######## design 1 ########
Fig. 1: design 1, signal metal coverage by tile
The die is cut into 27 by 27 equal tiles; dark blue is low, red is high, scaled to the fullest tile. Values are wire area over tile area, all layers added.
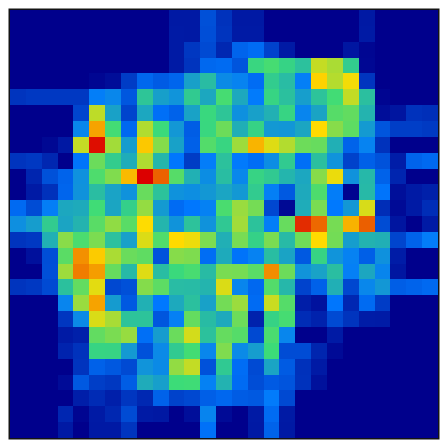

File: config.mk
export PLATFORM = sky130hd
export DESIGN_NAME = player_physics_flat
export DESIGN_NICKNAME = d
export VERILOG_FILES = /design/src/rtl/game_pkg.sv /design/src/rtl/player_physics_if.sv /design/src/rtl/player_physics_tile_probe.sv /design/src/rtl/player_physics.sv /design/src/flat_wrapper.sv
export SDC_FILE = /design/constraint.sdc
export NUM_CORES = 1
export LEC_CHECK = 0
export CAP_MARGIN = 40
export CELL_PAD_IN_SITES_DETAIL_PLACEMENT = 0
export CELL_PAD_IN_SITES_GLOBAL_PLACEMENT = 2
export CORE_MARGIN = 8
export CORE_UTILIZATION = 40
export CTS_CLUSTER_SIZE = 40
export DETAILED_ROUTE_END_ITERATION = 7
export PLACE_DENSITY = 0.94
export SLEW_MARGIN = 20
export SYNTH_ARGS = -nofsm -noshare
export SYNTH_HDL_FRONTEND = slang
export SYNTH_HIERARCHICAL = 1
export SYNTH_SLANG_ARGS = --single-unit
File: constraint.sdc
create_clock -name clk -period 4.5 [get_ports clk]
set_input_delay 0.45 -clock clk [delete_from_list [all_inputs] [get_ports clk]]
set_output_delay 0.45 -clock clk [all_outputs]
set_load 0.02 [all_outputs]
File: src/rtl/game_pkg.sv
// Shared constants, tile encodings, FSM encoding and pixel/tile helpers for the
// player physics engine.
package game_pkg;

   localparam int TILE_SIZE = 32;
   localparam int MAP_COLS  = 20;
   localparam int MAP_ROWS  = 15;
   localparam int SCREEN_W  = 640;
   localparam int SCREEN_H  = 480;

   // Legal position range for the sprite (X left edge, Y bottom edge).
   localparam int X_MAX = SCREEN_W - TILE_SIZE;
   localparam int Y_MAX = SCREEN_H - 1;
   localparam int Y_MIN = TILE_SIZE - 1;

   typedef enum logic [2:0] {
      TILE_AIR    = 3'd0,
      TILE_GROUND = 3'd1,
      TILE_BRICK  = 3'd2,
      TILE_BLOCK  = 3'd3
   } tile_t;

   // Bit positions inside player_col.
   localparam int COL_LEFT  = 0;
   localparam int COL_DOWN  = 1;
   localparam int COL_RIGHT = 2;
   localparam int COL_UP    = 3;

   localparam logic [3:0] ST_IDLE   = 4'd0;
   localparam logic [3:0] ST_VEL    = 4'd1;
   localparam logic [3:0] ST_HP0    = 4'd2;
   localparam logic [3:0] ST_HP1    = 4'd3;
   localparam logic [3:0] ST_HW     = 4'd4;
   localparam logic [3:0] ST_HRES   = 4'd5;
   localparam logic [3:0] ST_VP0    = 4'd6;
   localparam logic [3:0] ST_VP1    = 4'd7;
   localparam logic [3:0] ST_VW     = 4'd8;
   localparam logic [3:0] ST_VRES   = 4'd9;
   localparam logic [3:0] ST_COMMIT = 4'd10;

   // Pixel coordinate to tile column / row.
   function automatic logic [4:0] to_col(input logic [9:0] px);
      return 5'(px >> 5);
   endfunction

   function automatic logic [3:0] to_row(input logic [9:0] px);
      return 4'(px >> 5);
   endfunction

endpackage

File: src/rtl/player_physics_if.sv
// Tile store read port: request strobe plus address, data one cycle later.
interface player_physics_if;
   import game_pkg::*;

   logic       tile_req;
   logic [4:0] tile_col;
   logic [3:0] tile_row;
   logic [2:0] tile_type;

   modport master (output tile_req, output tile_col, output tile_row, input tile_type);
   modport slave  (input tile_req, input tile_col, input tile_row, output tile_type);

endinterface

File: src/rtl/player_physics_tile_probe.sv
// Two back-to-back tile reads; reports whether either tile is solid and which
// tile was hit first. Row MAP_ROWS (just below the screen) always counts as solid.
module tile_probe
   import game_pkg::*;
(
   input  logic                    clk,
   input  logic                    rst_n,
   input  logic                    first,
   input  logic                    second,
   input  logic [4:0]              col,
   input  logic [3:0]              row,
   player_physics_if.master        tile,
   output logic                    hit,
   output logic [4:0]              hit_col,
   output logic [3:0]              hit_row
);

   logic       pend;
   logic       pend_first;
   logic [4:0] pend_col;
   logic [3:0] pend_row;
   logic       solid;

   assign tile.tile_req = first | second;
   assign tile.tile_col = col;
   assign tile.tile_row = row;

   assign solid = pend && ((tile.tile_type != TILE_AIR) || (pend_row == 4'(MAP_ROWS)));

   // Remember each request and fold its response into the hit result;
   // the first response restarts the result, the second can only add a hit.
   always_ff @(posedge clk or negedge rst_n) begin
      if (!rst_n) begin
         pend       <= 1'b0;
         pend_first <= 1'b0;
         pend_col   <= '0;
         pend_row   <= '0;
         hit        <= 1'b0;
         hit_col    <= '0;
         hit_row    <= '0;
      end else begin
         pend       <= first | second;
         pend_first <= first;
         pend_col   <= col;
         pend_row   <= row;
         if (pend && (pend_first || !hit)) begin
            hit     <= solid;
            hit_col <= pend_col;
            hit_row <= pend_row;
         end
      end
   end

endmodule

File: src/rtl/player_physics.sv
// Per-frame player motion and tile collision engine. Integrates buttons and
// gravity, probes the tile map horizontally then vertically, and commits the
// new position and collision flags together.
module player_physics
   import game_pkg::*;
#(
   parameter int START_X  = 32,
   parameter int START_Y  = 447,
   parameter int SPEED    = 2,
   parameter int JUMP_V   = 10,
   parameter int GRAVITY  = 1,
   parameter int MAX_FALL = 8
) (
   input  logic             clk,
   input  logic             rst_n,
   input  logic             frame_start,
   input  logic             btn_left,
   input  logic             btn_right,
   input  logic             btn_jump,
   player_physics_if.master tile,
   output logic [19:0]      player_pos,
   output logic [3:0]       player_col,
   output logic             busy
);

   localparam logic signed [10:0] SPEED_S = 11'(SPEED);
   localparam logic signed [7:0]  JUMP_S  = 8'(JUMP_V);
   localparam logic signed [7:0]  GRAV_S  = 8'(GRAVITY);
   localparam logic signed [7:0]  FALL_S  = 8'(MAX_FALL);

   logic [3:0]         state;
   logic [3:0]         state_nx;
   logic [9:0]         pos_x;
   logic [9:0]         pos_y;
   logic signed [7:0]  vy;
   logic signed [10:0] vx;
   logic [9:0]         x_w;
   logic [9:0]         y_w;
   logic [3:0]         flags_w;
   logic               vneg;

   logic signed [10:0] vx_in;
   logic signed [10:0] x_sum;
   logic signed [7:0]  vy_sum;
   logic signed [7:0]  vy_next;
   logic signed [11:0] y_sum;

   logic               probe_first;
   logic               probe_second;
   logic [4:0]         req_col;
   logic [3:0]         req_row;
   logic [4:0]         hcol;
   logic [3:0]         vrow;
   logic               hit;
   logic [4:0]         hit_col;
   logic [3:0]         hit_row;

   assign player_pos = {pos_x, pos_y};
   assign busy       = (state != ST_IDLE);

   // Linear walk through the frame; only IDLE waits for an event.
   always_comb begin
      state_nx = state;
      case (state)
         ST_IDLE:   if (frame_start) state_nx = ST_VEL;
         ST_COMMIT: state_nx = ST_IDLE;
         default:   state_nx = (state < ST_COMMIT) ? state + 4'd1 : ST_IDLE;
      endcase
   end

   // State register.
   always_ff @(posedge clk or negedge rst_n) begin
      if (!rst_n) state <= ST_IDLE;
      else        state <= state_nx;
   end

   // Velocity and tentative position arithmetic.
   always_comb begin
      vx_in = '0;
      if (btn_right && !btn_left)      vx_in = SPEED_S;
      else if (btn_left && !btn_right) vx_in = -SPEED_S;
      x_sum  = $signed({1'b0, pos_x}) + vx_in;
      vy_sum = vy + GRAV_S;
      if (btn_jump && player_col[COL_DOWN]) vy_next = -JUMP_S;
      else if (vy_sum > FALL_S)             vy_next = FALL_S;
      else                                  vy_next = vy_sum;
      y_sum = $signed({2'b00, pos_y}) + $signed({{4{vy[7]}}, vy});
   end

   // Probe addresses: leading edge column for horizontal, leading edge row for vertical.
   always_comb begin
      hcol         = (vx > 11'sd0) ? to_col(x_w + 10'(TILE_SIZE - 1)) : to_col(x_w);
      vrow         = vneg ? to_row(y_w - 10'(Y_MIN)) : to_row(y_w + 10'd1);
      probe_first  = 1'b0;
      probe_second = 1'b0;
      req_col      = '0;
      req_row      = '0;
      case (state)
         ST_HP0: begin
            probe_first = 1'b1;
            req_col     = hcol;
            req_row     = to_row(pos_y - 10'(Y_MIN));
         end
         ST_HP1: begin
            probe_second = 1'b1;
            req_col      = hcol;
            req_row      = to_row(pos_y);
         end
         ST_VP0: begin
            probe_first = 1'b1;
            req_col     = to_col(x_w);
            req_row     = vrow;
         end
         ST_VP1: begin
            probe_second = 1'b1;
            req_col      = to_col(x_w + 10'(TILE_SIZE - 1));
            req_row      = vrow;
         end
         default: ;
      endcase
   end

   tile_probe u_probe (
      .clk     (clk),
      .rst_n   (rst_n),
      .first   (probe_first),
      .second  (probe_second),
      .col     (req_col),
      .row     (req_row),
      .tile    (tile),
      .hit     (hit),
      .hit_col (hit_col),
      .hit_row (hit_row)
   );

   // Per-state datapath: velocity, clamping, collision resolution and commit.
   // The vertical Y' is formed in HRES alongside the horizontal resolution since
   // it does not depend on X; vneg keeps the pre-clamp direction for the probe.
   always_ff @(posedge clk or negedge rst_n) begin
      if (!rst_n) begin
         pos_x      <= 10'(START_X);
         pos_y      <= 10'(START_Y);
         player_col <= '0;
         vy         <= '0;
         vx         <= '0;
         x_w        <= '0;
         y_w        <= '0;
         flags_w    <= '0;
         vneg       <= 1'b0;
      end else begin
         case (state)
            ST_VEL: begin
               vy      <= vy_next;
               vx      <= vx_in;
               flags_w <= '0;
               if (x_sum < 0) begin
                  x_w               <= '0;
                  flags_w[COL_LEFT] <= 1'b1;
               end else if (x_sum > X_MAX) begin
                  x_w                <= 10'(X_MAX);
                  flags_w[COL_RIGHT] <= 1'b1;
               end else begin
                  x_w <= 10'(x_sum);
               end
            end
            ST_HRES: begin
               if (vx > 11'sd0) begin
                  if (hit) begin
                     x_w                <= {hit_col, 5'b00000} - 10'(TILE_SIZE);
                     flags_w[COL_RIGHT] <= 1'b1;
                  end
               end else if (vx < 11'sd0) begin
                  if (hit) begin
                     x_w               <= {5'(hit_col + 5'd1), 5'b00000};
                     flags_w[COL_LEFT] <= 1'b1;
                  end
               end else begin
                  flags_w[COL_RIGHT] <= 1'b0;
                  flags_w[COL_LEFT]  <= 1'b0;
               end
               vneg <= vy[7];
               if (y_sum > Y_MAX) begin
                  y_w               <= 10'(Y_MAX);
                  flags_w[COL_DOWN] <= 1'b1;
                  vy                <= '0;
               end else if (y_sum < Y_MIN) begin
                  y_w             <= 10'(Y_MIN);
                  flags_w[COL_UP] <= 1'b1;
                  vy              <= '0;
               end else begin
                  y_w <= 10'(y_sum);
               end
            end
            ST_VRES: begin
               if (hit) begin
                  vy <= '0;
                  if (!vneg) begin
                     y_w               <= {1'b0, hit_row, 5'b00000} - 10'd1;
                     flags_w[COL_DOWN] <= 1'b1;
                  end else begin
                     y_w             <= {1'b0, 4'(hit_row + 4'd1), 5'b00000} + 10'(Y_MIN);
                     flags_w[COL_UP] <= 1'b1;
                  end
               end
            end
            ST_COMMIT: begin
               pos_x      <= x_w;
               pos_y      <= y_w;
               player_col <= flags_w;
            end
            default: ;
         endcase
      end
   end

endmodule

File: src/flat_wrapper.sv
// flat-port wrapper written by rule: the top's interface ports become plain ports
module player_physics_flat import game_pkg::*;
#(
   parameter int START_X  = 32,
   parameter int START_Y  = 447,
   parameter int SPEED    = 2,
   parameter int JUMP_V   = 10,
   parameter int GRAVITY  = 1,
   parameter int MAX_FALL = 8
)
  (clk, rst_n, frame_start, btn_left, btn_right, btn_jump, player_pos, player_col, busy, tile_tile_req, tile_tile_col, tile_tile_row, tile_tile_type);
  player_physics_if tile_i ();
  input  logic clk;
  input  logic rst_n;
  input  logic frame_start;
  input  logic btn_left;
  input  logic btn_right;
  input  logic btn_jump;
  output logic [19:0] player_pos;
  output logic [3:0] player_col;
  output logic busy;
  output wire logic [$bits(tile_i.tile_req)-1:0] tile_tile_req;
  output wire logic [$bits(tile_i.tile_col)-1:0] tile_tile_col;
  output wire logic [$bits(tile_i.tile_row)-1:0] tile_tile_row;
  input wire logic [$bits(tile_i.tile_type)-1:0] tile_tile_type;
  assign tile_tile_req = tile_i.tile_req;
  assign tile_tile_col = tile_i.tile_col;
  assign tile_tile_row = tile_i.tile_row;
  assign tile_i.tile_type = tile_tile_type;
  player_physics #(.START_X(START_X), .START_Y(START_Y), .SPEED(SPEED), .JUMP_V(JUMP_V), .GRAVITY(GRAVITY), .MAX_FALL(MAX_FALL)) u_core (.clk(clk), .rst_n(rst_n), .frame_start(frame_start), .btn_left(btn_left), .btn_right(btn_right), .btn_jump(btn_jump), .tile(tile_i), .player_pos(player_pos), .player_col(player_col), .busy(busy));
endmodule
######## design 2 ########
## config.mk

```make
export PLATFORM = sky130hd
export DESIGN_NAME = race_controller_flat
export DESIGN_NICKNAME = d
export VERILOG_FILES = /design/src/rtl/race_controller_if.sv /design/src/rtl/race_controller.sv /design/src/flat_wrapper.sv
export SDC_FILE = /design/constraint.sdc
export NUM_CORES = 1
export LEC_CHECK = 0
export CORE_MARGIN = 10
export CORE_UTILIZATION = 56
export DETAILED_ROUTE_END_ITERATION = 10
export HOLD_SLACK_MARGIN = 0.08
export PLACE_DENSITY = 0.87
export SLEW_MARGIN = 20
export SYNTH_ARGS = -nofsm -noshare
export SYNTH_HDL_FRONTEND = slang
export SYNTH_SLANG_ARGS = --single-unit
```

## constraint.sdc

```tcl
create_clock -name iVGA_CLK -period 3.3 [get_ports iVGA_CLK]
set_input_delay 0.66 -clock iVGA_CLK [delete_from_list [all_inputs] [get_ports iVGA_CLK]]
set_output_delay 0.66 -clock iVGA_CLK [all_outputs]
set_load 0.01 [all_outputs]
```

## src/rtl/race_controller_if.sv

```systemverilog
// race_controller_if: button/frame/collision inputs and HUD/datapath outputs of the game sequencer
interface race_controller_if;
  logic        start_btn;
  logic        frame_tick;
  logic        collision;
  logic        reset_game;
  logic        move_en;
  logic [2:0]  game_state;
  logic [1:0]  countdown;
  logic [2:0]  speed_level;
  logic [13:0] score;
  logic [1:0]  lives;
  modport master (
    output start_btn, frame_tick, collision,
    input  reset_game, move_en, game_state, countdown, speed_level, score, lives
  );
  modport slave (
    input  start_btn, frame_tick, collision,
    output reset_game, move_en, game_state, countdown, speed_level, score, lives
  );
endinterface

```

## src/rtl/race_controller.sv

```systemverilog
// race_controller: game state machine driving restart, countdown, motion gating, score, level and lives
module race_controller #(
  parameter int unsigned COUNTDOWN_FRAMES = 60,
  parameter int unsigned CRASH_FRAMES     = 120,
  parameter int unsigned LEVEL_UP_FRAMES  = 600,
  parameter int unsigned MAX_LEVEL        = 7,
  parameter int unsigned LIVES_INIT       = 3,
  parameter int unsigned SCORE_MAX        = 9999
) (
  input logic              iVGA_CLK,
  input logic              iRST,
  race_controller_if.slave bus
);
  typedef enum logic [2:0] {IDLE, RESTART, COUNTDOWN, RUN, CRASH, OVER} state_t;
  state_t      r_state;
  logic [9:0]  r_cnt;
  logic        r_start_d;
  logic        r_rise;
  logic        r_new_game;
  logic        r_reset_game;
  logic        r_move_en;
  logic [1:0]  r_countdown;
  logic [1:0]  r_lives;
  logic [2:0]  r_level;
  logic [13:0] r_score;
  logic [14:0] w_sum;
  assign w_sum = {1'b0, r_score} + 15'(r_level) + 15'd1;
  always_ff @(posedge iVGA_CLK) begin
    if (iRST) begin
      r_state      <= IDLE;
      r_cnt        <= '0;
      r_start_d    <= 1'b0;
      r_rise       <= 1'b0;
      r_new_game   <= 1'b0;
      r_reset_game <= 1'b0;
      r_move_en    <= 1'b0;
      r_countdown  <= '0;
      r_lives      <= 2'(LIVES_INIT);
      r_level      <= '0;
      r_score      <= '0;
    end else begin
      r_start_d    <= bus.start_btn;
      r_rise       <= bus.start_btn & ~r_start_d;
      r_reset_game <= 1'b0;
      case (r_state)
        IDLE, OVER: begin
          if (r_rise) begin
            r_state      <= RESTART;
            r_new_game   <= 1'b1;
            r_reset_game <= 1'b1;
          end
        end
        RESTART: begin
          if (r_new_game) begin
            r_score <= '0;
            r_level <= '0;
            r_lives <= 2'(LIVES_INIT);
          end
          r_new_game  <= 1'b0;
          r_state     <= COUNTDOWN;
          r_countdown <= 2'd3;
          r_cnt       <= '0;
        end
        COUNTDOWN: begin
          if (bus.frame_tick) begin
            if (r_cnt == 10'(COUNTDOWN_FRAMES - 1)) begin
              r_cnt <= '0;
              if (r_countdown == 2'd1) begin
                r_state     <= RUN;
                r_countdown <= '0;
                r_move_en   <= 1'b1;
              end else begin
                r_countdown <= r_countdown - 2'd1;
              end
            end else begin
              r_cnt <= r_cnt + 10'd1;
            end
          end
        end
        RUN: begin
          if (bus.collision) begin
            r_lives   <= r_lives - 2'd1;
            r_move_en <= 1'b0;
            r_cnt     <= '0;
            r_state   <= (r_lives == 2'd1) ? OVER : CRASH;
          end else if (bus.frame_tick) begin
            r_score <= (w_sum > 15'(SCORE_MAX)) ? 14'(SCORE_MAX) : w_sum[13:0];
            if (r_cnt == 10'(LEVEL_UP_FRAMES - 1)) begin
              r_cnt   <= '0;
              r_level <= (r_level == 3'(MAX_LEVEL)) ? r_level : r_level + 3'd1;
            end else begin
              r_cnt <= r_cnt + 10'd1;
            end
          end
        end
        CRASH: begin
          if (bus.frame_tick) begin
            if (r_cnt == 10'(CRASH_FRAMES - 1)) begin
              r_cnt        <= '0;
              r_state      <= RESTART;
              r_new_game   <= 1'b0;
              r_reset_game <= 1'b1;
            end else begin
              r_cnt <= r_cnt + 10'd1;
            end
          end
        end
        default: begin
          r_state     <= IDLE;
          r_move_en   <= 1'b0;
          r_countdown <= '0;
        end
      endcase
    end
  end
  assign bus.game_state  = r_state;
  assign bus.reset_game  = r_reset_game;
  assign bus.move_en     = r_move_en;
  assign bus.countdown   = r_countdown;
  assign bus.speed_level = r_level;
  assign bus.score       = r_score;
  assign bus.lives       = r_lives;
endmodule

```

## src/flat_wrapper.sv

```systemverilog
// flat-port wrapper written by rule: the top's interface ports become plain ports
module race_controller_flat 
#(
  parameter int unsigned COUNTDOWN_FRAMES = 60,
  parameter int unsigned CRASH_FRAMES     = 120,
  parameter int unsigned LEVEL_UP_FRAMES  = 600,
  parameter int unsigned MAX_LEVEL        = 7,
  parameter int unsigned LIVES_INIT       = 3,
  parameter int unsigned SCORE_MAX        = 9999
)
  (iVGA_CLK, iRST, bus_start_btn, bus_frame_tick, bus_collision, bus_reset_game, bus_move_en, bus_game_state, bus_countdown, bus_speed_level, bus_score, bus_lives);
  race_controller_if bus_i ();
  input logic iVGA_CLK;
  input logic iRST;
  input wire logic [$bits(bus_i.start_btn)-1:0] bus_start_btn;
  input wire logic [$bits(bus_i.frame_tick)-1:0] bus_frame_tick;
  input wire logic [$bits(bus_i.collision)-1:0] bus_collision;
  output wire logic [$bits(bus_i.reset_game)-1:0] bus_reset_game;
  output wire logic [$bits(bus_i.move_en)-1:0] bus_move_en;
  output wire logic [$bits(bus_i.game_state)-1:0] bus_game_state;
  output wire logic [$bits(bus_i.countdown)-1:0] bus_countdown;
  output wire logic [$bits(bus_i.speed_level)-1:0] bus_speed_level;
  output wire logic [$bits(bus_i.score)-1:0] bus_score;
  output wire logic [$bits(bus_i.lives)-1:0] bus_lives;
  assign bus_i.start_btn = bus_start_btn;
  assign bus_i.frame_tick = bus_frame_tick;
  assign bus_i.collision = bus_collision;
  assign bus_reset_game = bus_i.reset_game;
  assign bus_move_en = bus_i.move_en;
  assign bus_game_state = bus_i.game_state;
  assign bus_countdown = bus_i.countdown;
  assign bus_speed_level = bus_i.speed_level;
  assign bus_score = bus_i.score;
  assign bus_lives = bus_i.lives;
  race_controller #(.COUNTDOWN_FRAMES(COUNTDOWN_FRAMES), .CRASH_FRAMES(CRASH_FRAMES), .LEVEL_UP_FRAMES(LEVEL_UP_FRAMES), .MAX_LEVEL(MAX_LEVEL), .LIVES_INIT(LIVES_INIT), .SCORE_MAX(SCORE_MAX)) u_core (.iVGA_CLK(iVGA_CLK), .iRST(iRST), .bus(bus_i));
endmodule
```


==> layout pictures side by side <==
Where the registers sit.
shot_01.png
The bar under the picture is 50 µm long. Other sequential cells in the stronger gray, the rest of the logic in the fainter gray.
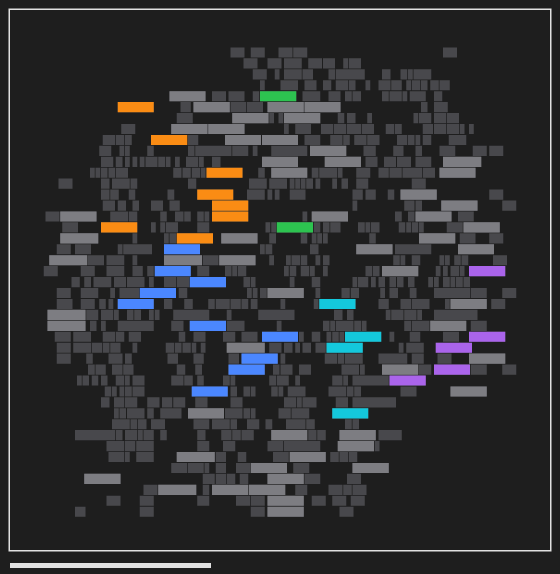
shot_02.png
The bar under the picture is 20 µm long. Other sequential cells in the stronger gray, the rest of the logic in the fainter gray.
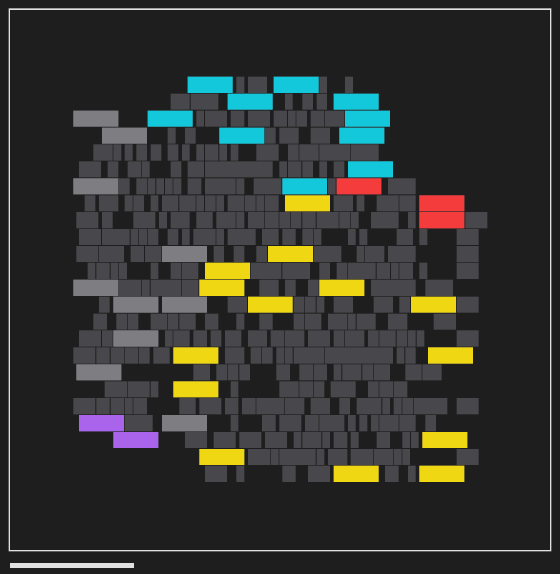
design 2: shot_02.png
design 1: shot_01.png
The one with the largest die is shot_01.png.
The one with the most cells is shot_01.png.

Key to shot_02.png:
| color | signal | flops |
|---|---|---|
| cyan | `u_core.r_cnt` | 10 |
| red | `u_core.bus.speed_level` | 3 |
| purple | `u_core.bus.lives` | 2 |
| yellow | `u_core.bus.score` | 14 |
not colored: 10

Fig. 2: design 1, clock network drawn from the DEF
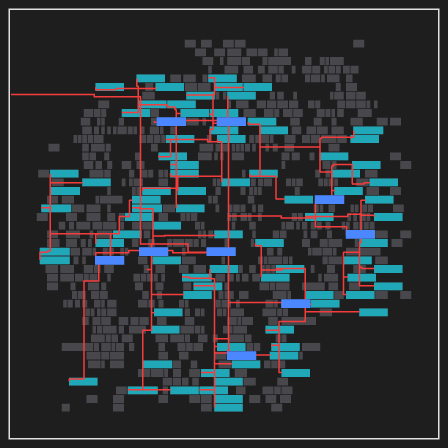
[cyan] flip-flops | count: 84
[red] clock wires | length: 1,190 µm
[blue] cells driving clock nets | count: 9
routed clock nets: 10
Clock Skews: 0.007524 ns
Clock Power Share: 15.9%
clock latency on the worst-skew pair: 0.34 ns

About Fig. 1:
tiles over half the peak: 17%
nearly empty tiles: 30%
fullest tile: 0.52
densest ninth of the die: center
emptiest ninth of the die: lower right

==> job_summary.md, design 1 <==
### Flow metrics

| Metric | Value |
|---|---|
| Seq pwr | 0.00153 W |
| Fmax | between 200 and 300 MHz |
| Pin count of the biggest net entering global routing | a little under 50 |
| Unique masters post-synth | 77 |
| Final Wtd Congestion | 0.8749 |
| Combinational power | between 0.002 and 0.003 W |
| Setup TNS | 0 ns |
| Critical path buffer and inverter count | 2 |
| Die x size | 134.3 µm |
| Top pwr grp | combinational cells |
| Residual DRC | 0 |
| Total power | 0.005225 W |
| Final Non-Filler Cells | just over 800 |
| Biggest area cells | dfrtp_1 34%, ha_1 6.7%, mux2_2 6.6%, dfstp_2 4.2%, a21oi_1 4.0% |
| RR Endpoint | u_core/vy[3] |
| Vias | 4,685 |
| Gate Count Post-Synth | ~600 |
| Bufs on Longest Clock Path | 2 |
| Flip-flops | roughly 84 |
| Status | completed |
| Yosys reg bits | 84 |
| Clk tree area frac | about 5.2% |
| Reg clk slew, reported paths | about 0.06 ns |
| First-pass GRT wire length | ~24,000 µm |
| Log Warnings | 33 |
| DR WL/cell | 17.46 µm |
| Multi-input combinational area share | 49.71% |
| EDFF count, synth | 0 |
| Post-CTS setup buffer count | 0 |
| P_int | 0.002858 W |
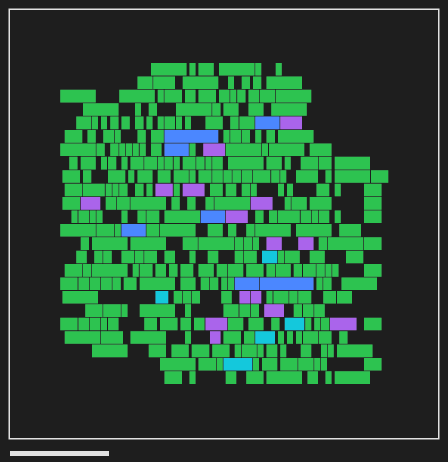
Fig. 3. Cells by drive strength (design 2).
The bar under the picture is 20 µm long.
| color | size | cells |
|---|---|---|
| cyan | drive 3 to 4 | 5 |
| purple | drive 2 | 15 |
| green | drive 1 or less | 311 |
| blue | drive 6 and up | 7 |

==> job_summary.md, design 2 <==
### Flow metrics

| Metric | Value |
|---|---|
| Switching power | 0.0004603 W |
| CTS resizes | 0 |
| Combinational power | between 0.0003 and 0.0004 W |
| Seq share, synth | between 30 and 40% |
| M3 GR Usage | 5.159% |
| Setup TNS | 0 ns |
| Status | completed |
| Residual DRC | 0 |
| Via density | roughly 6.3 |
| Worst setup endpoint | u_core.bus.score[12] |
| Register area | about 780 µm² |
| Hold EP | u_core.r_rise |
| Top Ports | 31 |
| Kind of critical path | reg2reg |
| Comb pwr share | 26.5% |
| Chip Height | 86.83 µm |
| Commonest Layout Cell | dfxtp_1 |
| Clock Power Share | 33.1% |
| Site Rows | 24 |
| Biggest area cells | dfxtp_1 31%, a21oi_1 6.2%, nand2_1 5.0%, nor2_1 5.0%, ha_1 4.0% |


==> notes/layouts.md <==
Pictures saved along the way, in no particular order.

Placement view.
Plate I
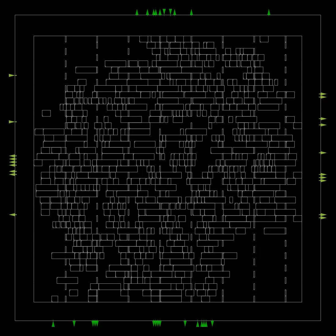
Plate II
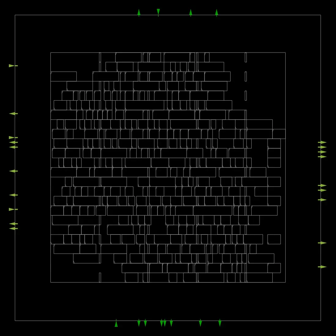
design 1 -> Plate I
design 2 -> Plate II

Power figures rest on the tool's default switching activity, not on a simulated workload.
